# ---- block 1 ----
### The clock network, block 1

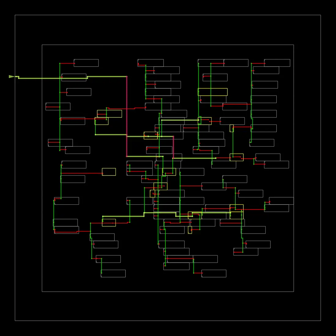

==> src/rtl/seg7_scan_display_if.sv <==
// ---------------------------------------------------------------------------
// seg7_scan_display_if
// Bundles the data/control inputs and the display outputs of
// seg7_scan_display.
//
// Signals (NUM_DIGITS = digit count):
//   value      [4*NUM_DIGITS-1:0]  nibble i is digit i, digit 0 least significant
//   load                           capture strobe for value
//   hex_mode                       1 = A-F glyphs, 0 = codes 10-15 blank
//   blank_lz                       1 = suppress leading zeros
//   blink_mask [NUM_DIGITS-1:0]    bit i = 1 makes digit i blink
//   hex_all    [7*NUM_DIGITS-1:0]  static per-digit segments, active-low
//   seg        [6:0]               segments of the scanned digit, active-low
//   dig_n      [NUM_DIGITS-1:0]    active-low one-hot digit enable
//
// Handshake: there is no valid/ready pair. load is a plain level-sampled
// strobe: every rising clock edge that sees load=1 captures value, and the
// display can never stall the source.
//
// Modports: master drives the inputs (testbench / host logic),
//           slave is the display block.
// ---------------------------------------------------------------------------
interface seg7_scan_display_if #(
    parameter int NUM_DIGITS = 4
);
    logic [4*NUM_DIGITS-1:0] value;
    logic                    load;
    logic                    hex_mode;
    logic                    blank_lz;
    logic [NUM_DIGITS-1:0]   blink_mask;
    logic [7*NUM_DIGITS-1:0] hex_all;
    logic [6:0]              seg;
    logic [NUM_DIGITS-1:0]   dig_n;

    modport master (
        output value, load, hex_mode, blank_lz, blink_mask,
        input  hex_all, seg, dig_n
    );

    modport slave (
        input  value, load, hex_mode, blank_lz, blink_mask,
        output hex_all, seg, dig_n
    );
endinterface

==> src/rtl/seg7_scan_display.sv <==
// ---------------------------------------------------------------------------
// seg7_scan_display
// Multi-digit 7-segment driver. A shadow register holds the value to show;
// every digit is decoded into a static, registered glyph bus (hex_all) and a
// scan counter walks a digit pointer that selects one glyph onto the
// multiplexed seg/dig_n outputs. Supports hex glyphs, leading-zero blanking
// and per-digit blinking.
//
// Ports:
//   clk    in   system clock, all state on the rising edge
//   rst_n  in   asynchronous active-low reset
//   bus    slave modport of seg7_scan_display_if (value, load, hex_mode,
//               blank_lz, blink_mask in; hex_all, seg, dig_n out)
//
// Segment order everywhere: bit 0 = a ... bit 6 = g, 0 = segment lit.
// ---------------------------------------------------------------------------
module seg7_scan_display #(
    parameter int NUM_DIGITS  = 4,
    parameter int SCAN_DIV    = 50000,
    parameter int BLINK_TICKS = 64
) (
    input  logic                 clk,
    input  logic                 rst_n,
    seg7_scan_display_if.slave   bus
);

    localparam int PTR_W = (NUM_DIGITS > 1) ? $clog2(NUM_DIGITS) : 1;
    localparam int CNT_W = $clog2(SCAN_DIV);
    localparam int BLK_W = (BLINK_TICKS > 1) ? $clog2(BLINK_TICKS) : 1;

    // Glyph tables are written in a..g reading order (leftmost = segment a);
    // this flips them into bus order where bit 0 is segment a.
    function automatic logic [6:0] abcdefg(input logic [6:0] pat);
        logic [6:0] r;
        for (int k = 0; k < 7; k++) begin
            r[k] = pat[6-k];
        end
        return r;
    endfunction

    function automatic logic [6:0] glyph(input logic [3:0] code, input logic hex);
        logic [6:0] g;
        case (code)
            4'd0:    g = abcdefg(7'b0000001);
            4'd1:    g = abcdefg(7'b1001111);
            4'd2:    g = abcdefg(7'b0010010);
            4'd3:    g = abcdefg(7'b0000110);
            4'd4:    g = abcdefg(7'b1001100);
            4'd5:    g = abcdefg(7'b0100100);
            4'd6:    g = abcdefg(7'b0100000);
            4'd7:    g = abcdefg(7'b0001101);
            4'd8:    g = abcdefg(7'b0000000);
            4'd9:    g = abcdefg(7'b0000100);
            4'd10:   g = hex ? abcdefg(7'b0001000) : 7'h7f;
            4'd11:   g = hex ? abcdefg(7'b1100000) : 7'h7f;
            4'd12:   g = hex ? abcdefg(7'b0110001) : 7'h7f;
            4'd13:   g = hex ? abcdefg(7'b1000010) : 7'h7f;
            4'd14:   g = hex ? abcdefg(7'b0110000) : 7'h7f;
            default: g = hex ? abcdefg(7'b0111000) : 7'h7f;
        endcase
        return g;
    endfunction

    logic [4*NUM_DIGITS-1:0] shadow;
    logic [CNT_W-1:0]        scan_cnt;
    logic [PTR_W-1:0]        ptr;
    logic [BLK_W-1:0]        blink_cnt;
    logic                    blink_phase;
    logic [7*NUM_DIGITS-1:0] hex_all_q;
    logic [6:0]              seg_q;
    logic [NUM_DIGITS-1:0]   dig_n_q;

    logic                    scan_tick;
    logic [7*NUM_DIGITS-1:0] glyphs;
    logic                    upper_nz;
    logic [3:0]              nib;
    logic                    blank;

    assign scan_tick = (scan_cnt == CNT_W'(SCAN_DIV - 1));

    // Decode from the top digit down so upper_nz tells whether this digit or
    // any more significant one is non-zero; digit 0 is never zero-suppressed.
    always_comb begin
        upper_nz = 1'b0;
        nib      = 4'd0;
        blank    = 1'b0;
        glyphs   = '1;
        for (int i = NUM_DIGITS - 1; i >= 0; i--) begin
            nib      = shadow[4*i +: 4];
            upper_nz = upper_nz | (nib != 4'd0);
            blank    = ((i != 0) && bus.blank_lz && !upper_nz)
                     || (bus.blink_mask[i] && blink_phase);
            glyphs[7*i +: 7] = blank ? 7'h7f : glyph(nib, bus.hex_mode);
        end
    end

    always_ff @(posedge clk or negedge rst_n) begin
        if (!rst_n) begin
            shadow      <= '0;
            scan_cnt    <= '0;
            ptr         <= '0;
            blink_cnt   <= '0;
            blink_phase <= 1'b0;
            hex_all_q   <= '1;
            seg_q       <= 7'h7f;
            dig_n_q     <= '1;
        end else begin
            if (bus.load) begin
                shadow <= bus.value;
            end

            scan_cnt <= scan_tick ? '0 : scan_cnt + 1'b1;

            if (scan_tick) begin
                ptr <= (ptr == PTR_W'(NUM_DIGITS - 1)) ? '0 : ptr + 1'b1;
                if (blink_cnt == BLK_W'(BLINK_TICKS - 1)) begin
                    blink_cnt   <= '0;
                    blink_phase <= ~blink_phase;
                end else begin
                    blink_cnt <= blink_cnt + 1'b1;
                end
            end

            hex_all_q <= glyphs;

            // seg and dig_n come from the same pointer value in the same edge,
            // so the enabled digit and its segments never disagree.
            seg_q   <= hex_all_q[7*int'(ptr) +: 7];
            dig_n_q <= ~(NUM_DIGITS'(1) << ptr);
        end
    end

    assign bus.hex_all = hex_all_q;
    assign bus.seg     = seg_q;
    assign bus.dig_n   = dig_n_q;

endmodule

==> src/flat_wrapper.sv <==
// flat-port wrapper written by rule: the top's interface ports become plain ports
module seg7_scan_display_flat 
#(
    parameter int NUM_DIGITS  = 4,
    parameter int SCAN_DIV    = 50000,
    parameter int BLINK_TICKS = 64
)
  (clk, rst_n, bus_value, bus_load, bus_hex_mode, bus_blank_lz, bus_blink_mask, bus_hex_all, bus_seg, bus_dig_n);
  seg7_scan_display_if #(.NUM_DIGITS(NUM_DIGITS)) bus_i ();
  input  logic clk;
  input  logic rst_n;
  input wire logic [$bits(bus_i.value)-1:0] bus_value;
  input wire logic [$bits(bus_i.load)-1:0] bus_load;
  input wire logic [$bits(bus_i.hex_mode)-1:0] bus_hex_mode;
  input wire logic [$bits(bus_i.blank_lz)-1:0] bus_blank_lz;
  input wire logic [$bits(bus_i.blink_mask)-1:0] bus_blink_mask;
  output wire logic [$bits(bus_i.hex_all)-1:0] bus_hex_all;
  output wire logic [$bits(bus_i.seg)-1:0] bus_seg;
  output wire logic [$bits(bus_i.dig_n)-1:0] bus_dig_n;
  assign bus_i.value = bus_value;
  assign bus_i.load = bus_load;
  assign bus_i.hex_mode = bus_hex_mode;
  assign bus_i.blank_lz = bus_blank_lz;
  assign bus_i.blink_mask = bus_blink_mask;
  assign bus_hex_all = bus_i.hex_all;
  assign bus_seg = bus_i.seg;
  assign bus_dig_n = bus_i.dig_n;
  seg7_scan_display #(.NUM_DIGITS(NUM_DIGITS), .SCAN_DIV(SCAN_DIV), .BLINK_TICKS(BLINK_TICKS)) u_core (.clk(clk), .rst_n(rst_n), .bus(bus_i));
endmodule
==> config.mk <==
export PLATFORM = sky130hd
export DESIGN_NAME = seg7_scan_display_flat
export DESIGN_NICKNAME = d
export VERILOG_FILES = /design/src/rtl/seg7_scan_display_if.sv /design/src/rtl/seg7_scan_display.sv /design/src/flat_wrapper.sv
export SDC_FILE = /design/constraint.sdc
export NUM_CORES = 1
export LEC_CHECK = 0
export CELL_PAD_IN_SITES_DETAIL_PLACEMENT = 0
export CELL_PAD_IN_SITES_GLOBAL_PLACEMENT = 1
export CORE_MARGIN = 10
export CORE_UTILIZATION = 45
export DETAILED_ROUTE_END_ITERATION = 12
export GPL_ROUTABILITY_DRIVEN = 0
export PLACE_DENSITY = 0.9
export SLEW_MARGIN = 20
export SYNTH_ARGS = -nofsm -noshare
export SYNTH_HDL_FRONTEND = slang
export SYNTH_SLANG_ARGS = --single-unit
==> constraint.sdc <==
create_clock -name clk -period 3.16 [get_ports clk]
set_input_delay 0.316 -clock clk [delete_from_list [all_inputs] [get_ports clk]]
set_output_delay 0.316 -clock clk [all_outputs]
set_load 0.02 [all_outputs]
# ---- block 2 ----
--- src/rtl/adder_seq_pkg.sv ---
// Shared types and default timing constants for the adder measurement sequencer.
package adder_seq_pkg;

  localparam int unsigned DEF_SETTLE_CYCLES = 4;
  localparam int unsigned DEF_DRAIN_CYCLES  = 3;

  typedef enum logic [2:0] {
    IDLE   = 3'd0,
    LOAD   = 3'd1,
    SETTLE = 3'd2,
    RUN    = 3'd3,
    DRAIN  = 3'd4
  } seq_state_t;

endpackage

--- src/rtl/sync_rise_detect.sv ---
// Two-flop synchroniser for an asynchronous input followed by a rising-edge
// detect flop.
// Ports:
//   clk   - sampling clock
//   rst_n - synchronous active-low reset, clears all three flops
//   d     - asynchronous input
//   rise  - one-cycle pulse per synchronised 0->1 transition
module sync_rise_detect (
  input  logic clk,
  input  logic rst_n,
  input  logic d,
  output logic rise
);

  logic meta;
  logic sync;
  logic prev;

  // Synchroniser pair plus delayed copy for edge detection.
  always_ff @(posedge clk) begin
    if (!rst_n) begin
      meta <= 1'b0;
      sync <= 1'b0;
      prev <= 1'b0;
    end else begin
      meta <= d;
      sync <= meta;
      prev <= sync;
    end
  end

  assign rise = sync & ~prev;

endmodule

--- src/rtl/adder_measure_sequencer.sv ---
// Sequences one delay measurement of the instrumented adder: latches operands,
// waits for them to settle, gates the ring oscillator for a programmed number
// of cycles and counts ring-output rising edges during the gate plus a drain.
// Ports:
//   wb_clk_i    - sole clock
//   rst_n       - synchronous active-low reset
//   active      - project select; low cancels any run
//   start       - single-cycle run request (honoured only when idle)
//   abort       - cancel run in progress
//   a_cfg/b_cfg - operands, latched at start
//   gate_cycles - ring-enable length, latched at start
//   chain_out   - asynchronous ring output from the adder
//   a_input/b_input - operands driven to the adder
//   ring_en     - closes the ring loop (high only in RUN)
//   busy        - run in progress
//   done        - sticky flag, last run completed normally
//   count       - measured rising-edge count
//   overflow    - count saturated
module adder_measure_sequencer
  import adder_seq_pkg::*;
#(
  parameter int unsigned WIDTH         = 32,
  parameter int unsigned CNT_W         = 32,
  parameter int unsigned GATE_W        = 16,
  parameter int unsigned SETTLE_CYCLES = DEF_SETTLE_CYCLES,
  parameter int unsigned DRAIN_CYCLES  = DEF_DRAIN_CYCLES
) (
  input  logic              wb_clk_i,
  input  logic              rst_n,
  input  logic              active,
  input  logic              start,
  input  logic              abort,
  input  logic [WIDTH-1:0]  a_cfg,
  input  logic [WIDTH-1:0]  b_cfg,
  input  logic [GATE_W-1:0] gate_cycles,
  input  logic              chain_out,
  output logic [WIDTH-1:0]  a_input,
  output logic [WIDTH-1:0]  b_input,
  output logic              ring_en,
  output logic              busy,
  output logic              done,
  output logic [CNT_W-1:0]  count,
  output logic              overflow
);

  // One down-counter times settle, gate and drain, so it must hold the largest.
  localparam int unsigned SET_W  = $clog2(SETTLE_CYCLES + 1);
  localparam int unsigned DRN_W  = $clog2(DRAIN_CYCLES + 1);
  localparam int unsigned TMR_W0 = (GATE_W > SET_W) ? GATE_W : SET_W;
  localparam int unsigned TMR_W  = (TMR_W0 > DRN_W) ? TMR_W0 : DRN_W;

  seq_state_t         state_q, state_d;
  logic [TMR_W-1:0]   tmr_q, tmr_d;
  logic [GATE_W-1:0]  gate_q, gate_d;
  logic [WIDTH-1:0]   a_d, b_d;
  logic [CNT_W-1:0]   count_d;
  logic               overflow_d;
  logic               ring_en_d;
  logic               busy_d;
  logic               done_d;
  logic               rise;
  logic               start_ok;
  logic               cancel;
  logic               finish;

  sync_rise_detect u_rise (
    .clk  (wb_clk_i),
    .rst_n(rst_n),
    .d    (chain_out),
    .rise (rise)
  );

  // Next-state, timer and registered-output computation.
  always_comb begin
    state_d    = state_q;
    tmr_d      = tmr_q;
    gate_d     = gate_q;
    a_d        = a_input;
    b_d        = b_input;
    count_d    = count;
    overflow_d = overflow;
    done_d     = done;
    finish     = 1'b0;
    start_ok   = 1'b0;
    cancel     = (state_q != IDLE) && (abort || !active);

    unique case (state_q)
      IDLE: begin
        if (start && active && !abort) begin
          start_ok = 1'b1;
          state_d  = LOAD;
        end
      end
      LOAD: begin
        state_d = SETTLE;
        tmr_d   = TMR_W'(SETTLE_CYCLES - 1);
      end
      SETTLE: begin
        if (tmr_q == '0) begin
          // A zero gate skips RUN so the ring is never enabled.
          if (gate_q == '0) begin
            state_d = DRAIN;
            tmr_d   = TMR_W'(DRAIN_CYCLES - 1);
          end else begin
            state_d = RUN;
            tmr_d   = TMR_W'(gate_q) - TMR_W'(1);
          end
        end else begin
          tmr_d = tmr_q - TMR_W'(1);
        end
      end
      RUN: begin
        if (tmr_q == '0) begin
          state_d = DRAIN;
          tmr_d   = TMR_W'(DRAIN_CYCLES - 1);
        end else begin
          tmr_d = tmr_q - TMR_W'(1);
        end
      end
      DRAIN: begin
        if (tmr_q == '0) begin
          state_d = IDLE;
          finish  = 1'b1;
        end else begin
          tmr_d = tmr_q - TMR_W'(1);
        end
      end
      default: state_d = IDLE;
    endcase

    // Cancellation overrides every other transition; done stays clear.
    if (cancel) begin
      state_d = IDLE;
      finish  = 1'b0;
    end

    if (start_ok) begin
      a_d        = a_cfg;
      b_d        = b_cfg;
      gate_d     = gate_cycles;
      done_d     = 1'b0;
      count_d    = '0;
      overflow_d = 1'b0;
    end else if (rise && (state_q == RUN || state_q == DRAIN)) begin
      // Saturate at all-ones and flag the lost edge.
      if (&count) begin
        overflow_d = 1'b1;
      end else begin
        count_d = count + CNT_W'(1);
      end
    end

    if (finish) begin
      done_d = 1'b1;
    end

    ring_en_d = (state_d == RUN);
    busy_d    = (state_d != IDLE);
  end

  // State and output registers.
  always_ff @(posedge wb_clk_i) begin
    if (!rst_n) begin
      state_q  <= IDLE;
      tmr_q    <= '0;
      gate_q   <= '0;
      a_input  <= '0;
      b_input  <= '0;
      ring_en  <= 1'b0;
      busy     <= 1'b0;
      done     <= 1'b0;
      count    <= '0;
      overflow <= 1'b0;
    end else begin
      state_q  <= state_d;
      tmr_q    <= tmr_d;
      gate_q   <= gate_d;
      a_input  <= a_d;
      b_input  <= b_d;
      ring_en  <= ring_en_d;
      busy     <= busy_d;
      done     <= done_d;
      count    <= count_d;
      overflow <= overflow_d;
    end
  end

endmodule

--- config.mk ---
export PLATFORM = sky130hd
export DESIGN_NAME = adder_measure_sequencer
export DESIGN_NICKNAME = d
export VERILOG_FILES = /design/src/rtl/adder_seq_pkg.sv /design/src/rtl/sync_rise_detect.sv /design/src/rtl/adder_measure_sequencer.sv
export SDC_FILE = /design/constraint.sdc
export NUM_CORES = 1
export LEC_CHECK = 0
export CAP_MARGIN = 10
export CORE_MARGIN = 2
export CORE_UTILIZATION = 35
export DETAILED_ROUTE_END_ITERATION = 8
export GPL_ROUTABILITY_DRIVEN = 0
export GPL_TIMING_DRIVEN = 1
export SLEW_MARGIN = 20
export SYNTH_ARGS = -nofsm -noshare
export SYNTH_HDL_FRONTEND = slang
export SYNTH_SLANG_ARGS = --single-unit
export TNS_END_PERCENT = 1
--- constraint.sdc ---
create_clock -name wb_clk_i -period 3.2 [get_ports wb_clk_i]
set_input_delay 0.64 -clock wb_clk_i [delete_from_list [all_inputs] [get_ports wb_clk_i]]
set_output_delay 0.64 -clock wb_clk_i [all_outputs]
set_load 0.01 [all_outputs]
# ---- block 3 ----
===== src/rtl/redun_mont_seq.sv =====
// Job sequencer for the redun_mont repeated-squaring core: accepts a job, resets and loads
// the core, counts T result pulses and returns the final value with a status code.
module redun_mont_seq #(
  parameter int ITER_W      = 32,
  parameter int RST_CYC     = 4,
  parameter int TIMEOUT_CYC = 4096,
  parameter int SQ_W        = 64
) (
  input  logic              i_clk,
  input  logic              i_rst,
  input  logic              i_start_val,
  output logic              o_start_rdy,
  input  logic [SQ_W-1:0]   i_start_sq,
  input  logic [ITER_W-1:0] i_start_iters,
  input  logic              i_abort,
  output logic              o_res_val,
  input  logic              i_res_rdy,
  output logic [SQ_W-1:0]   o_res_sq,
  output logic [ITER_W-1:0] o_res_iters,
  output logic [1:0]        o_res_status,
  output logic              o_busy,
  output logic              o_core_rst,
  output logic [SQ_W-1:0]   o_core_sq,
  output logic              o_core_val,
  input  logic [SQ_W-1:0]   i_core_mul,
  input  logic              i_core_val
);

  localparam int CLR_W = $clog2(RST_CYC + 1);
  localparam int WD_W  = $clog2(TIMEOUT_CYC + 1);

  localparam logic [1:0] ST_OK      = 2'd0;
  localparam logic [1:0] ST_TIMEOUT = 2'd1;
  localparam logic [1:0] ST_ABORT   = 2'd2;

  typedef enum logic [4:0] {
    IDLE = 5'b00001,
    CLR  = 5'b00010,
    LOAD = 5'b00100,
    RUN  = 5'b01000,
    DONE = 5'b10000
  } state_t;

  state_t            state, state_next;
  logic [ITER_W-1:0] iters_target;
  logic [ITER_W-1:0] done_cnt;
  logic [ITER_W-1:0] done_cnt_inc;
  logic [CLR_W-1:0]  clr_cnt;
  logic [WD_W-1:0]   wd_cnt;
  logic [1:0]        status_next;
  logic              accept;
  logic              active;
  logic              pulse;
  logic              reach;
  logic              timeout;

  // Abort is applied last so it overrides a final pulse or timeout in the same cycle.
  always_comb begin
    state_next   = state;
    status_next  = o_res_status;
    accept       = (state == IDLE) && i_start_val;
    active       = (state == CLR) || (state == LOAD) || (state == RUN);
    pulse        = (state == RUN) && i_core_val;
    done_cnt_inc = (done_cnt == '1) ? done_cnt : done_cnt + 1'b1;
    reach        = pulse && (done_cnt_inc == iters_target);
    timeout      = (state == RUN) && !i_core_val && (wd_cnt == WD_W'(TIMEOUT_CYC - 1));
    unique case (state)
      IDLE: begin
        if (accept) begin
          state_next  = (i_start_iters == '0) ? DONE : CLR;
          status_next = ST_OK;
        end
      end
      CLR:  if (clr_cnt == CLR_W'(RST_CYC - 1)) state_next = LOAD;
      LOAD: state_next = RUN;
      RUN: begin
        if (reach) begin
          state_next  = DONE;
          status_next = ST_OK;
        end else if (timeout) begin
          state_next  = DONE;
          status_next = ST_TIMEOUT;
        end
      end
      DONE: if (i_res_rdy) state_next = IDLE;
      default: state_next = IDLE;
    endcase
    if (active && i_abort) begin
      state_next  = DONE;
      status_next = ST_ABORT;
    end
  end

  always_ff @(posedge i_clk) begin
    if (i_rst) state <= IDLE;
    else       state <= state_next;
  end

  // Handshake and core-control outputs are registered from the next state.
  always_ff @(posedge i_clk) begin
    if (i_rst) begin
      o_start_rdy  <= 1'b1;
      o_res_val    <= 1'b0;
      o_core_val   <= 1'b0;
      o_core_rst   <= 1'b1;
      o_busy       <= 1'b0;
      o_res_status <= ST_OK;
      iters_target <= '0;
      done_cnt     <= '0;
      clr_cnt      <= '0;
      wd_cnt       <= '0;
    end else begin
      o_start_rdy  <= (state_next == IDLE);
      o_busy       <= (state_next != IDLE);
      o_res_val    <= (state_next == DONE);
      o_core_val   <= (state_next == LOAD);
      o_core_rst   <= (state_next == IDLE) || (state_next == CLR) || (state_next == DONE);
      o_res_status <= status_next;
      if (accept) begin
        iters_target <= i_start_iters;
        done_cnt     <= '0;
        clr_cnt      <= '0;
      end
      if (state == CLR) clr_cnt <= clr_cnt + 1'b1;
      if (state == LOAD) wd_cnt <= WD_W'(1);
      if (state == RUN) begin
        if (i_core_val) begin
          done_cnt <= done_cnt_inc;
          wd_cnt   <= WD_W'(1);
        end else begin
          wd_cnt <= wd_cnt + 1'b1;
        end
      end
    end
  end

  // Data registers carry no reset; the start value doubles as the result until a pulse arrives.
  always_ff @(posedge i_clk) begin
    if (accept) begin
      o_core_sq <= i_start_sq;
      o_res_sq  <= i_start_sq;
    end else if (pulse) begin
      o_res_sq <= i_core_mul;
    end
  end

  assign o_res_iters = done_cnt;

endmodule


===== config.mk =====
export PLATFORM = sky130hd
export DESIGN_NAME = redun_mont_seq
export DESIGN_NICKNAME = d
export VERILOG_FILES = /design/src/rtl/redun_mont_seq.sv
export SDC_FILE = /design/constraint.sdc
export NUM_CORES = 1
export LEC_CHECK = 0
export CAP_MARGIN = 20
export CORE_MARGIN = 2
export CORE_UTILIZATION = 43
export CTS_BUF_LIST = sky130_fd_sc_hd__clkbuf_4 sky130_fd_sc_hd__clkbuf_8
export DETAILED_ROUTE_END_ITERATION = 6
export GPL_ROUTABILITY_DRIVEN = 0
export PLACE_DENSITY = 0.8
export SLEW_MARGIN = 20
export SYNTH_ARGS = -nofsm -noshare
export SYNTH_HDL_FRONTEND = slang
export SYNTH_SLANG_ARGS = --single-unit

===== constraint.sdc =====
create_clock -name i_clk -period 3.5 [get_ports i_clk]
set_input_delay 0.525 -clock i_clk [delete_from_list [all_inputs] [get_ports i_clk]]
set_output_delay 0.525 -clock i_clk [all_outputs]
set_load 0.1 [all_outputs]

# ---- block 4 ----
===== src/rtl/rx_nibble_deserializer.sv =====
// Serial receiver that unpacks one UART-style frame into four NIB_W-bit fields.
// Build with RX_PARITY_EN defined to expect an even-parity bit before the stop bit.
module rx_nibble_deserializer #(
    parameter int CLKS_PER_BIT = 4,
    parameter int NIB_W        = 4
) (
    input  logic             clk,
    input  logic             rst,
    input  logic             serial_in,
    output logic [NIB_W-1:0] recevA,
    output logic [NIB_W-1:0] recevB,
    output logic [NIB_W-1:0] recevC,
    output logic [NIB_W-1:0] recevD,
    output logic             received,
    output logic             frame_err,
    output logic             parity_err,
    output logic             busy
);
    localparam int DW = 4 * NIB_W;
    localparam int CW = (CLKS_PER_BIT > 2) ? $clog2(CLKS_PER_BIT) : 1;
    localparam int IW = $clog2(DW);
    localparam logic [CW-1:0] CNT_MID  = CW'(CLKS_PER_BIT / 2 - 1);
    localparam logic [CW-1:0] CNT_LAST = CW'(CLKS_PER_BIT - 1);
    localparam logic [IW-1:0] IDX_LAST = IW'(DW - 1);

    typedef enum logic [2:0] {
        S_IDLE   = 3'd0,
        S_START  = 3'd1,
        S_DATA   = 3'd2,
`ifdef RX_PARITY_EN
        S_PARITY = 3'd3,
`endif
        S_STOP   = 3'd4,
        S_BREAK  = 3'd5
    } state_t;

    state_t            state_q;
    logic [CW-1:0]     cnt_q;
    logic [IW-1:0]     idx_q;
    logic [DW-1:0]     sh_q;
    logic [NIB_W-1:0]  rec_a_q, rec_b_q, rec_c_q, rec_d_q;
    logic              done_q;
    logic              received_q;
    logic              frame_err_q;
    logic              busy_q;

`ifdef RX_PARITY_EN
    logic              perr_pend_q;
    logic              parity_err_q;

    function automatic logic even_parity(input logic [DW-1:0] v);
        return ^v;
    endfunction
`endif

    // Receive FSM: START samples mid-bit, later bits are sampled one full bit period apart.
    always_ff @(posedge clk) begin
        if (rst) begin
            state_q     <= S_IDLE;
            cnt_q       <= '0;
            idx_q       <= '0;
            sh_q        <= '0;
            rec_a_q     <= '0;
            rec_b_q     <= '0;
            rec_c_q     <= '0;
            rec_d_q     <= '0;
            done_q      <= 1'b0;
            received_q  <= 1'b0;
            frame_err_q <= 1'b0;
            busy_q      <= 1'b0;
`ifdef RX_PARITY_EN
            perr_pend_q  <= 1'b0;
            parity_err_q <= 1'b0;
`endif
        end else begin
            done_q      <= 1'b0;
            received_q  <= 1'b0;
            frame_err_q <= 1'b0;
`ifdef RX_PARITY_EN
            parity_err_q <= 1'b0;
`endif
            // Good stop bit was seen last cycle; publish while the FSM is already back in IDLE.
            if (done_q) begin
                rec_a_q    <= sh_q[NIB_W-1:0];
                rec_b_q    <= sh_q[2*NIB_W-1:NIB_W];
                rec_c_q    <= sh_q[3*NIB_W-1:2*NIB_W];
                rec_d_q    <= sh_q[4*NIB_W-1:3*NIB_W];
                received_q <= 1'b1;
`ifdef RX_PARITY_EN
                parity_err_q <= perr_pend_q;
`endif
            end else begin
                received_q <= 1'b0;
            end

            case (state_q)
                S_IDLE: begin
                    cnt_q <= '0;
                    if (!serial_in) begin
                        state_q <= S_START;
                        busy_q  <= 1'b1;
                    end else begin
                        busy_q  <= 1'b0;
                    end
                end
                S_START: begin
                    if (cnt_q == CNT_MID) begin
                        cnt_q <= '0;
                        idx_q <= '0;
                        if (!serial_in) begin
                            state_q <= S_DATA;
                        end else begin
                            state_q <= S_IDLE;
                            busy_q  <= 1'b0;
                        end
                    end else begin
                        cnt_q <= cnt_q + CW'(1);
                    end
                end
                S_DATA: begin
                    if (cnt_q == CNT_LAST) begin
                        cnt_q       <= '0;
                        sh_q[idx_q] <= serial_in;
                        if (idx_q == IDX_LAST) begin
                            idx_q   <= '0;
`ifdef RX_PARITY_EN
                            state_q <= S_PARITY;
`else
                            state_q <= S_STOP;
`endif
                        end else begin
                            idx_q <= idx_q + IW'(1);
                        end
                    end else begin
                        cnt_q <= cnt_q + CW'(1);
                    end
                end
`ifdef RX_PARITY_EN
                S_PARITY: begin
                    if (cnt_q == CNT_LAST) begin
                        cnt_q       <= '0;
                        perr_pend_q <= serial_in ^ even_parity(sh_q);
                        state_q     <= S_STOP;
                    end else begin
                        cnt_q <= cnt_q + CW'(1);
                    end
                end
`endif
                S_STOP: begin
                    if (cnt_q == CNT_LAST) begin
                        cnt_q <= '0;
                        if (serial_in) begin
                            done_q  <= 1'b1;
                            state_q <= S_IDLE;
                            busy_q  <= 1'b0;
                        end else begin
                            frame_err_q <= 1'b1;
                            state_q     <= S_BREAK;
                        end
                    end else begin
                        cnt_q <= cnt_q + CW'(1);
                    end
                end
                S_BREAK: begin
                    cnt_q <= '0;
                    if (serial_in) begin
                        state_q <= S_IDLE;
                        busy_q  <= 1'b0;
                    end else begin
                        busy_q  <= 1'b1;
                    end
                end
                default: begin
                    state_q <= S_IDLE;
                    cnt_q   <= '0;
                    busy_q  <= 1'b0;
                end
            endcase
        end
    end

    assign recevA    = rec_a_q;
    assign recevB    = rec_b_q;
    assign recevC    = rec_c_q;
    assign recevD    = rec_d_q;
    assign received  = received_q;
    assign frame_err = frame_err_q;
    assign busy      = busy_q;
`ifdef RX_PARITY_EN
    assign parity_err = parity_err_q;
`else
    assign parity_err = 1'b0;
`endif

endmodule


===== config.mk =====
export PLATFORM = sky130hd
export DESIGN_NAME = rx_nibble_deserializer
export DESIGN_NICKNAME = d
export VERILOG_FILES = /design/src/rtl/rx_nibble_deserializer.sv
export SDC_FILE = /design/constraint.sdc
export NUM_CORES = 1
export LEC_CHECK = 0
export CORE_MARGIN = 2
export CORE_UTILIZATION = 50
export CTS_BUF_LIST = sky130_fd_sc_hd__clkbuf_2
export CTS_CLUSTER_SIZE = 20
export DETAILED_ROUTE_END_ITERATION = 7
export DONT_BUFFER_PORTS = 1
export GPL_ROUTABILITY_DRIVEN = 0
export PLACE_DENSITY = 0.73
export SYNTH_ARGS = -nofsm -noshare
export SYNTH_HDL_FRONTEND = slang
export SYNTH_SLANG_ARGS = --single-unit

===== constraint.sdc =====
create_clock -name clk -period 1.45 [get_ports clk]
set_input_delay 0.145 -clock clk [delete_from_list [all_inputs] [get_ports clk]]
set_output_delay 0.145 -clock clk [all_outputs]
set_load 0.005 [all_outputs]


==> layout pictures side by side <==
Metal 3.
Cells faint in the background.
panel A
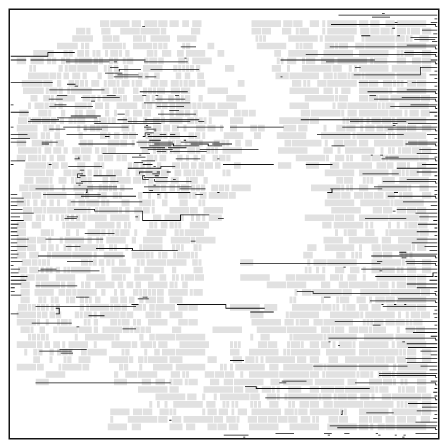
panel B
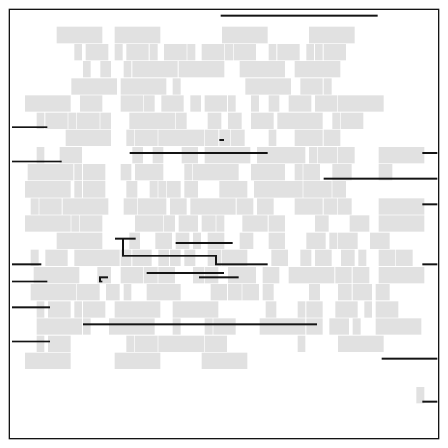
panel C
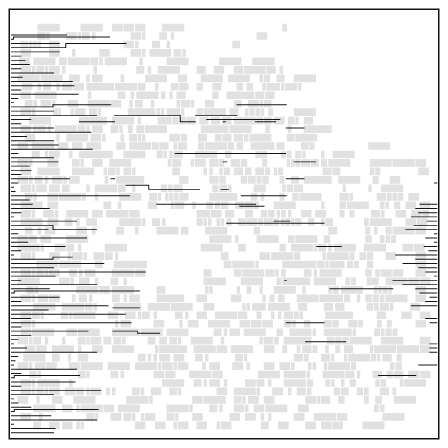
panel D
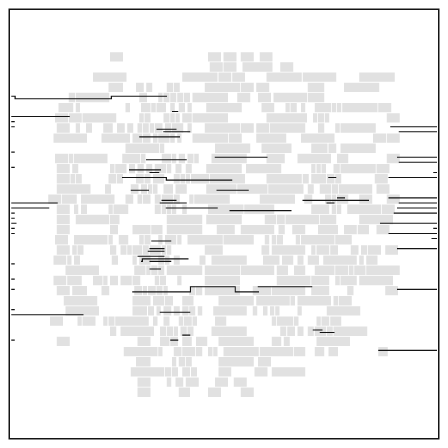
panel C: block 2
panel A: block 3
panel D: block 1
panel B: block 4

Key to panel A:
longest straight run: 61.9 um
wire length on this layer: 3,420 um
share of all routed wire: 10%
main direction: horizontal

### The clock network, block 4

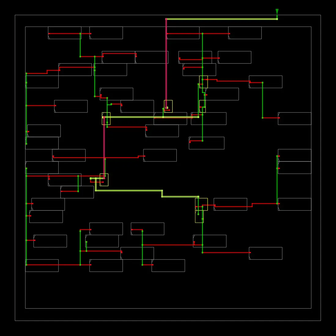
sequential cell count: 45
clock skew after layout: 16.3 ps

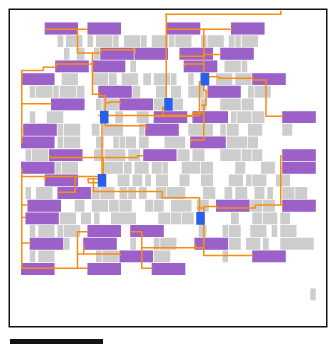
*Clock network drawn from the DEF, block 4*
Scale bar: 20 um.
[flip-flops] purple | count: 45
[clock wires] orange | length: 513 um
[clock drivers] blue | count: 5
flops lie: widely spread

==> notes.org, block 4 <==
#+TITLE: Flow metrics

** Synthesis
- MUX share of area :: 0.157
- Sequential area share after synthesis :: 0.441
- In this run, the synthesized area fraction spent on and/or/nand/nor cells is recorded as 0.234.
- The synthesized netlist was found by Yosys to have 214 cells.
- Count of cell types in the netlist :: 41
- Counting flops and latches in the post-synthesis netlist gives 45.
- A synthesized cell averages 9.54 sq um.
- Most used standard cell by instance count after synthesis :: dfxtp_1
- Of the total synthesized cell area, the portion taken by XOR and XNOR cells is 0.

** Timing
- Final TNS setup :: 0 ps
- Max-slew headroom at the worst pin :: 0.278
- Period utilization :: 0.964
- At the pin with the least slew margin, the transition time is 1080 ps.

** Critical path
- In this run the register-to-register setup slack is 50 ps.
- The worst setup path is of the reg2reg kind.
- Worst EP required :: 1780 ps
- STA shows the worst reg2reg path with a cell count of 5.
- For reference, the critical path is captured by cnt_q[1]$_SDFF_PP0_.
- In this run the worst path has a maximum fanout of 3.

** Route
- The routed design has 4000 um of wire.
- According to the report, the first pass of detailed routing completed in 4 iterations.

** Status
- The flow ran to the end, and the final reports show no timing, DRC or antenna violations.

** Power
- The share of total power dissipated in combinational logic is 0.049.
- In this run the VDD rail shows a maximum IR drop of 468 uV.
- Power Internal :: 1.39 mW
- Power in sequential cells :: 1.26 mW
- Overall power consumption :: 1.84 mW

** Finish
- According to the finish report, the design has a final net count of 229.

** Clocking
- The later pin in the worst-skew pair is clocked with a latency of 410 ps.
- The clock drives 45 sinks.

** Floorplanning
- In the floorplan report the effective utilization is 0.514.
- The floorplan has 23 rows.
## block 4: area by class of cell
cell class	count	area (sq um)
Tap cell	50	62.6
Clock buffer	5	25.0
Multi-Input combinational cell	146	1030
Timing Repair Buffer	15	130
Sequential cell	45	903
Clock inverter	2	11.3
Inverter	6	22.5
Fill cell	379	1790
## block 4: critical path, stage by stage (launching register included)
cell	delay [ps]
dfxtp_2	390
inv_1	40
ha_1	300
or3b_1	350
a21o_1	170
a21oi_2	100
## block 4: through the flow
step,worst slack (ps),hold WS (ps)
floorplan,80.2,316
global placement,41.2,216
detailed placement,7.55,213
CTS,16.2,19.3
global route,-21.8,21.8
finish,51.9,38.3
## block 4: metal layers
metal | vias to the layer above | global-route usage | wire length [um]
li1 | 766 | - | -
met1 | 709 | 0.256 | 1970
met2 | 34 | 0.294 | 1790
met3 | 4 | 0.0444 | 209
met4 | 0 | 0.0700 | 33
met5 | - | 0 | 0
## block 4: registers in the layout (all words and copies together) (netlist names)
register,cells
received,1
idx_q,4
recevA,4
done_q,1
recevB,4
sh_q,16
state_q,3
recevC,4
cnt_q,2
recevD,4
busy,1
frame_err,1
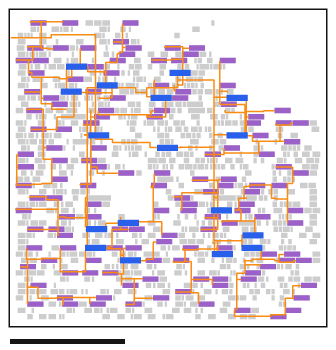
*Clock network drawn from the DEF, block 2*
Scale bar: 50 um.
[flip-flops] purple | count: 138
[clock wires] orange | length: 1,840 um
[clock drivers] blue | count: 17
flops lie: widely spread

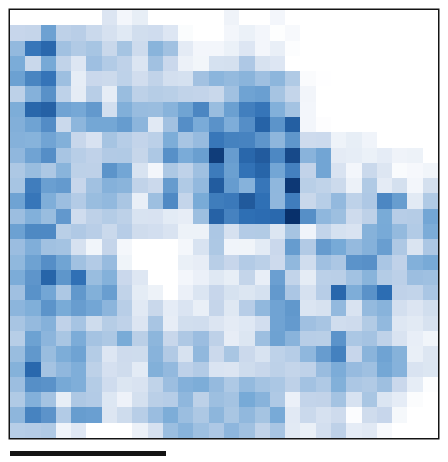
*Wire density map, block 2*
Scale bar: 50 um. The die is cut into 28 by 28 equal tiles; white is low, dark blue is high, scaled to the fullest tile. Values are wire area over tile area, all layers added.
nearly empty tiles: 14%
fullest tile: 0.51
mean over tiles: 0.15
emptiest ninth of the die: north-east
tiles over half the peak: 17%

==> notes.org, block 2 <==
#+TITLE: Flow metrics

** Status
- Run status :: complete, no violations

** Hold path
- Hold path depth :: 1
- Hold Crit Endpoint :: u_rise.sync$_SDFF_PN0_
- The worst hold path begins at u_rise.meta$_SDFF_PN0_.

** Critical path
- WS Path Type :: reg2reg
- STA puts the critical path data arrival time at 2950 ps.
- Along the critical path, the tally of buffer and inverter instances is 1.
- Worst EP required :: 3560 ps

** Floorplanning
- For this floorplan the total number of well-tap instances is 225.

** Timing
- In the final report, the number of hold violations comes to 0.
- Fmax achieved :: 0.386 GHz
- Max-slew check failures listed in the final report amount to 0.
- The worst path meets setup with 608 ps of slack.
- Looking at the max-slew report, the worst-margin pin has a slew of 638 ps.

** Clocking
- CTS built an H-tree with a depth of 4.
- # resized after CTS :: 0
- Post-CTS setup buffers :: 0
- Clock tree from TritonCTS :: built
- According to the CTS report, the clock sink count is 138.

** Finish
- Clock-cell share of area :: 0.0690
- MI comb cells :: 568
- Share of layout cells above drive strength 1 :: 0.0665
- In the final layout, excluding clock buffers the buffer count is 200.
- Post-Layout Cell Count :: 1,173

** Synthesis
- The main area contributors are dfxtp_1 44%, nand2_1 12%, a21boi_0 9.6%, xnor2_1 3.5%, nor2_1 2.6%.
- The synthesized instance count is 758.
- After synthesis, the share of flip-flops with an asynchronous set or reset is 0.
- Yosys warning count :: 0

** Placement
- During placement, the flow inserted port buffers numbering 185.
- STA on the placed design reports a worst setup slack of 642 ps.

** Global routing
- Via count of the first global-routing pass :: 5,343
- Most utilized layer in the global route result :: met2

** Power
- The script computed a power per unit cell area of 495 nW/um^2.

** Route
- Total via count in the routed design :: 5,749
- Once iteration 0 of detailed routing completed, the report listed 302 DRC markers.
- After detailed routing, the average wire length per cell comes to 15.0 um.
- Per the detail_route report, vias per standard cell equal 4.90.
-- block 2: power by group through the flow --
stage / combinational (mW) / sequential (mW) / clock (mW)
after floorplan: 0.314 / 1.84 / 0
final: 0.581 / 1.80 / 2.06
after detailed placement: 0.580 / 1.84 / 0
after global routing: 0.637 / 1.80 / 2.18
after CTS: 0.584 / 1.80 / 2.10
after global placement: 0.586 / 1.83 / 0
-- block 2: flip-flops by register name, summed over array words and instances (netlist names), 3 cells and up --
signal and cells:
b_input 32, a_input 32, tmr_q 16, state_q 3
gate_q 16, count 32
-- block 2: logic make-up after synthesis --
family / synth area share
xor+xnor: 0.0547
fa+ha+maj: 0.00962
simple gates: 0.264
mux: 0.00321
buf+inv: 0.0347
compound gates: 0.191
flops: 0.442
-- block 2: cell usage after synthesis (all sizes together), types with 5 or more instances --
cell type,count
nor2b,5
inv,10
nor4,10
nor2,44
a22o,7
or3,19
nand4,10
nand2,198
xor2,14
nand3,14
o22ai,7
buf,9
and3,7
nor3b,6
dfxtp,138
clkbuf,33
and2,9
nor3,17
a21oi,25
a21boi,80
o21ai,20
xnor2,25
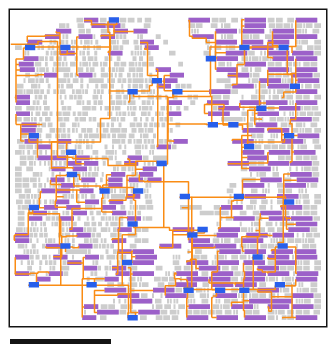
*Clock network drawn from the DEF, block 3*
Scale bar: 50 um.
[flip-flops] purple | count: 220
[clock wires] orange | length: 2,960 um
[clock drivers] blue | count: 39
flops lie: widely spread

==> notes.org, block 3 <==
#+TITLE: Flow metrics

** Floorplanning
- For reference, the placement row count at floorplan is 55.
- 333 I/O pins were placed.
- The floorplan step set the die width to 156 um.

** Synthesis
- For this run, the number of Yosys warnings is 0.
- Number of register bits inferred by synthesis :: 220
- Synth area leaders :: edfxtp_1 39%, dfxtp_1 19%, nand2_1 11%, a21oi_1 4.1%, nor2_1 2.6%
- The synthesized instance count is 1,049.

** Status
- Run status :: complete, no violations

** Power
- Total net switching power :: 2.94 mW
- For the combinational group, total power comes out at 2.42 mW.
- Combinational share of power :: 0.302
- Clock distribution power :: 2.48 mW

** Finish
- Per the final layout report, the fraction of cells sized above drive strength 1 comes to 0.0968.

** Placement
- The count of buffers added on input and output ports is 332.

** Route
- Routed met3 length :: 3420 um
- Count of nets left with antenna violations after detail routing :: 0
- Vias per inst :: 5.52
- For this block, the routed nets add up to 33,400 um of wire.
- Routed length on met2 :: 16,400 um

** Critical path
- In this run the worst setup path begins at o_res_iters[0]$_SDFF_PP0_.
- Slowest stage cell, crit path :: a2111oi_1
- For reference, the most critical setup path is categorized as reg2reg.
- The number of cells on the worst reg-to-reg path is 11.

** Timing
- Setup repair after global routing left no endpoint under its margin.
- Final TNS setup :: 0 ps

** Global routing
- Largest net degree at the start of global routing :: 161
- Global-route met3 utilization :: 0.0758
- The first global-routing pass estimated 49,800 um of wire.
-- block 3: layout make-up --
cell class                 count  area [sq um]
tap                          285           357
multi-input combinational    758          3960
clock buffer                  52           653
inverter                      15          61.3
sequential                   220          5700
timing repair buffer         365          3620
clock inverter                16           155
antenna                        1          2.50
fill                        1795          8130
-- block 3: kinds of logic (layout without fill, tap and decap cells) --
group,Yosys count,in the layout,share of synthesized area
AOI/OAI and AO/OA,199,199,0.122
xor gates and xnor gates,33,33,0.0291
adders and majority gates,4,4,0.00504
buffers and inverters,71,448,0.0285
DFF,220,220,0.573
muxes,4,4,0.00403
other,0,1,0
and+or+nand+nor,518,518,0.239
-- block 3: worst max-delay path: cells and delay by family (launching register included) --
family / cells / cell delay [ps]
flip-flops: 1 / 400
AND/OR/NAND/NOR: 5 / 1080
AND-OR/OR-AND: 5 / 1480
adder cells (fa/ha/maj): 1 / 260
-- block 3: through the flow --
step                 util  std cells  power (mW)  cell area, sq um
finish              0.641       1712        8.01             14500
global route        0.641       1711        8.29             14500
global placement    0.605       1643        5.56             13700
detailed placement  0.605       1643        5.59             13700
CTS                 0.641       1711        8.09             14500
floorplan               -       1049        4.85              9940
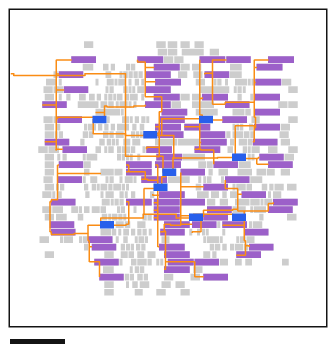
*Clock network drawn from the DEF, block 1*
Scale bar: 20 um.
[clock drivers] blue | count: 9
[flip-flops] purple | count: 80
[clock wires] orange | length: 931 um
routed clock nets: 10

## Picture notes: 'The clock network' of block 1
clock distribution power: 0.805 mW
clk latency late pin: 350 ps
tally of clock buffers in the finished layout: 14
number of sinks driven by the clock tree: 80

==> notes.org, block 1 <==
#+TITLE: Flow metrics

** Status
- The run finished with clean final reports.

** Clocking
- Clock Path Buffers :: 2
- Number of buffers inserted by hold repair at cts :: 0
- Post-CTS setup buffers :: 0
- Clock-pin slew on the worst setup and hold paths :: 80 ps

** Synthesis
- Nets at Floorplan :: 430
- Number of enable flip-flop cells :: 0
- Yosys warning count :: 0
- Async set-or-reset flop fraction in the synthesized netlist :: 1.00

** Power
- Power Internal :: 1.91 mW
- Summed over all sequential cells, the power is 1.30 mW.
- Per report_power, the top consumer among the power groups is sequential cells.

** Finish
- By instance count after routing, the leading logic cell types are 62 x clkdlybuf4s50_1, 46 x nand2_1, 41 x dfrtp_1, 39 x dfstp_2, 35 x o21ai_0.
- The register with the most flip-flops in the layout has 28 of them.

** Critical path
- Per the post-run analysis, buffers plus inverters along the critical path come to 0.
- The critical path crosses 4 cells after its start point.
- Dominant delay contributor by cell family on the critical path :: AND-OR/OR-AND gates
- Slowest stage cell, crit path :: dfrtp_1
- Among all stages on the critical path, the maximum delay recorded is 540 ps.

** Timing
- Max-slew headroom at the worst pin :: 0.359
- Fmax achieved :: 0.521 GHz
- Unrepaired setup endpoints after global routing :: false

** Global routing
- The first global-routing pass estimated 15,100 um of wire.
- In the global route stage, overall resource usage came out at 0.142.

** Floorplanning
- Row Count :: 34

** Flow run
- Reported max-cap violation count :: 0

** Route
- The routed design shows a via density per instance of 5.54.
- The script parses the final routing iteration and logs DRC violations as 0.

** Placement
- Note, the detailed placer reported a final HPWL of 6930 um.
## block 1: area by class of cell
class,instances,area [sq um]
Inverter,16,60.1
Clock inverter,2,35.0
Sequential cell,80,2050
Tap cell,108,135
Timing Repair Buffer,63,628
Clock buffer,14,184
Multi-Input combinational cell,276,1800
Fill cell,777,3830
## block 1: kinds of logic (layout without fill, tap and decap cells)
kind of cell | after synthesis | count (layout) | share of synthesized area
muxes | 18 | 18 | 0.0691
xor gates and xnor gates | 15 | 15 | 0.0327
AOI/OAI and AO/OA | 110 | 110 | 0.168
DFF | 80 | 80 | 0.510
adders and majority gates | 6 | 6 | 0.0187
and+or+nand+nor | 127 | 127 | 0.158
buffers and inverters | 43 | 95 | 0.0432
## block 1: per-layer routing
metal / track usage / vias to the layer above / part of all wire
met4: 0.0251 / 0 / 0.0047
li1: - / 1511 / -
met5: 0 / - / 0
met3: 0.0445 / 6 / 0.060
met1: 0.174 / 1475 / 0.43
met2: 0.242 / 104 / 0.51


## Gallery

Wire density map.
picture 1
Scale bar: 20 um. The die is cut into 14 by 14 equal tiles; white is low, dark blue is high, scaled to the fullest tile. Values are wire area over tile area, all layers added.
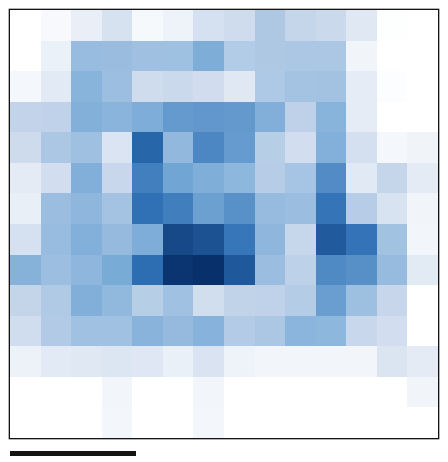
picture 2
Scale bar: 50 um. The die is cut into 31 by 31 equal tiles; white is low, dark blue is high, scaled to the fullest tile. Values are wire area over tile area, all layers added.
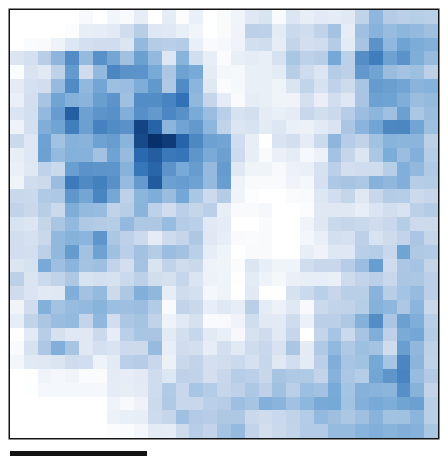
picture 3
Scale bar: 20 um. The die is cut into 23 by 23 equal tiles; white is low, dark blue is high, scaled to the fullest tile. Values are wire area over tile area, all layers added.
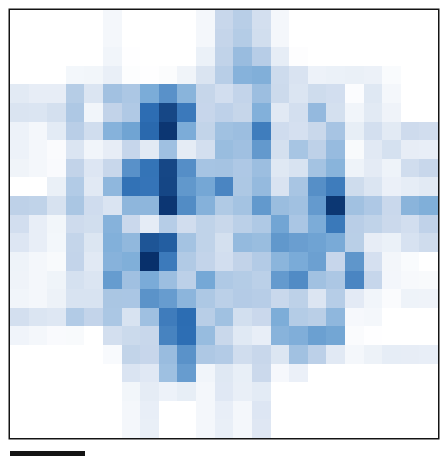
block 3: picture 2
block 1: picture 3
block 4: picture 1

Key to picture 2:
nearly empty tiles: 6.7%
fullest tile: 0.84
mean over tiles: 0.23
tiles over half the peak: 13%
emptiest ninth of the die: south-west


==> screenshots <==
Close-up of the layout.
image #1
Window x 37 to 77, y 37 to 77 um. Cells in gray, sequential cells in the stronger gray; small squares are vias.
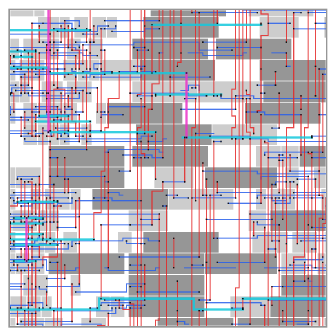
image #2
Window x 49 to 89, y 49 to 89 um. Cells in gray, sequential cells in the stronger gray; small squares are vias.
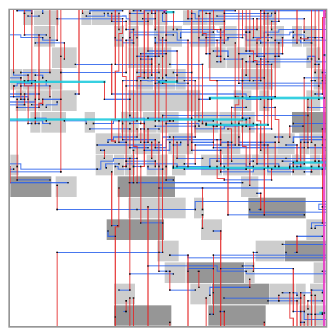
image #3
Window x 14 to 54, y 14 to 54 um. Cells in gray, sequential cells in the stronger gray; small squares are vias.
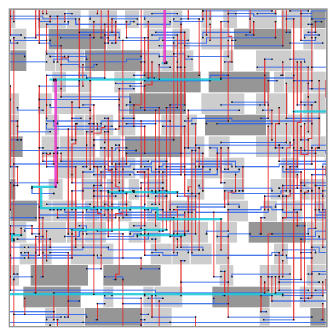
image #4
Window x 58 to 98, y 58 to 98 um. Cells in gray, sequential cells in the stronger gray; small squares are vias.
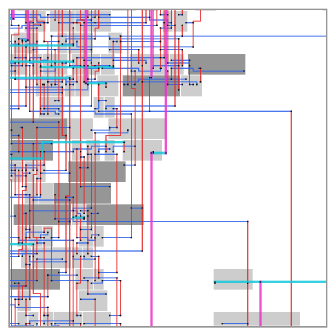
For block 4, see image #3.
For block 2, see image #2.
For block 3, see image #4.
For block 1, see image #1.

Key to image #3:
| layer | color |
|---|---|
| metal 3 | cyan |
| metal 4 | magenta |
| metal 2 | red |
| metal 1 | blue |
most frequent: nand4_1 (13), dfxtp_1 (12)
sequential cells in the window: 14
netlist names of flops here include: sh_q (5), idx_q (4), cnt_q (2)
cells with their middle in the window: 127

No activity file was given, so power comes from the tool's default toggle rates.
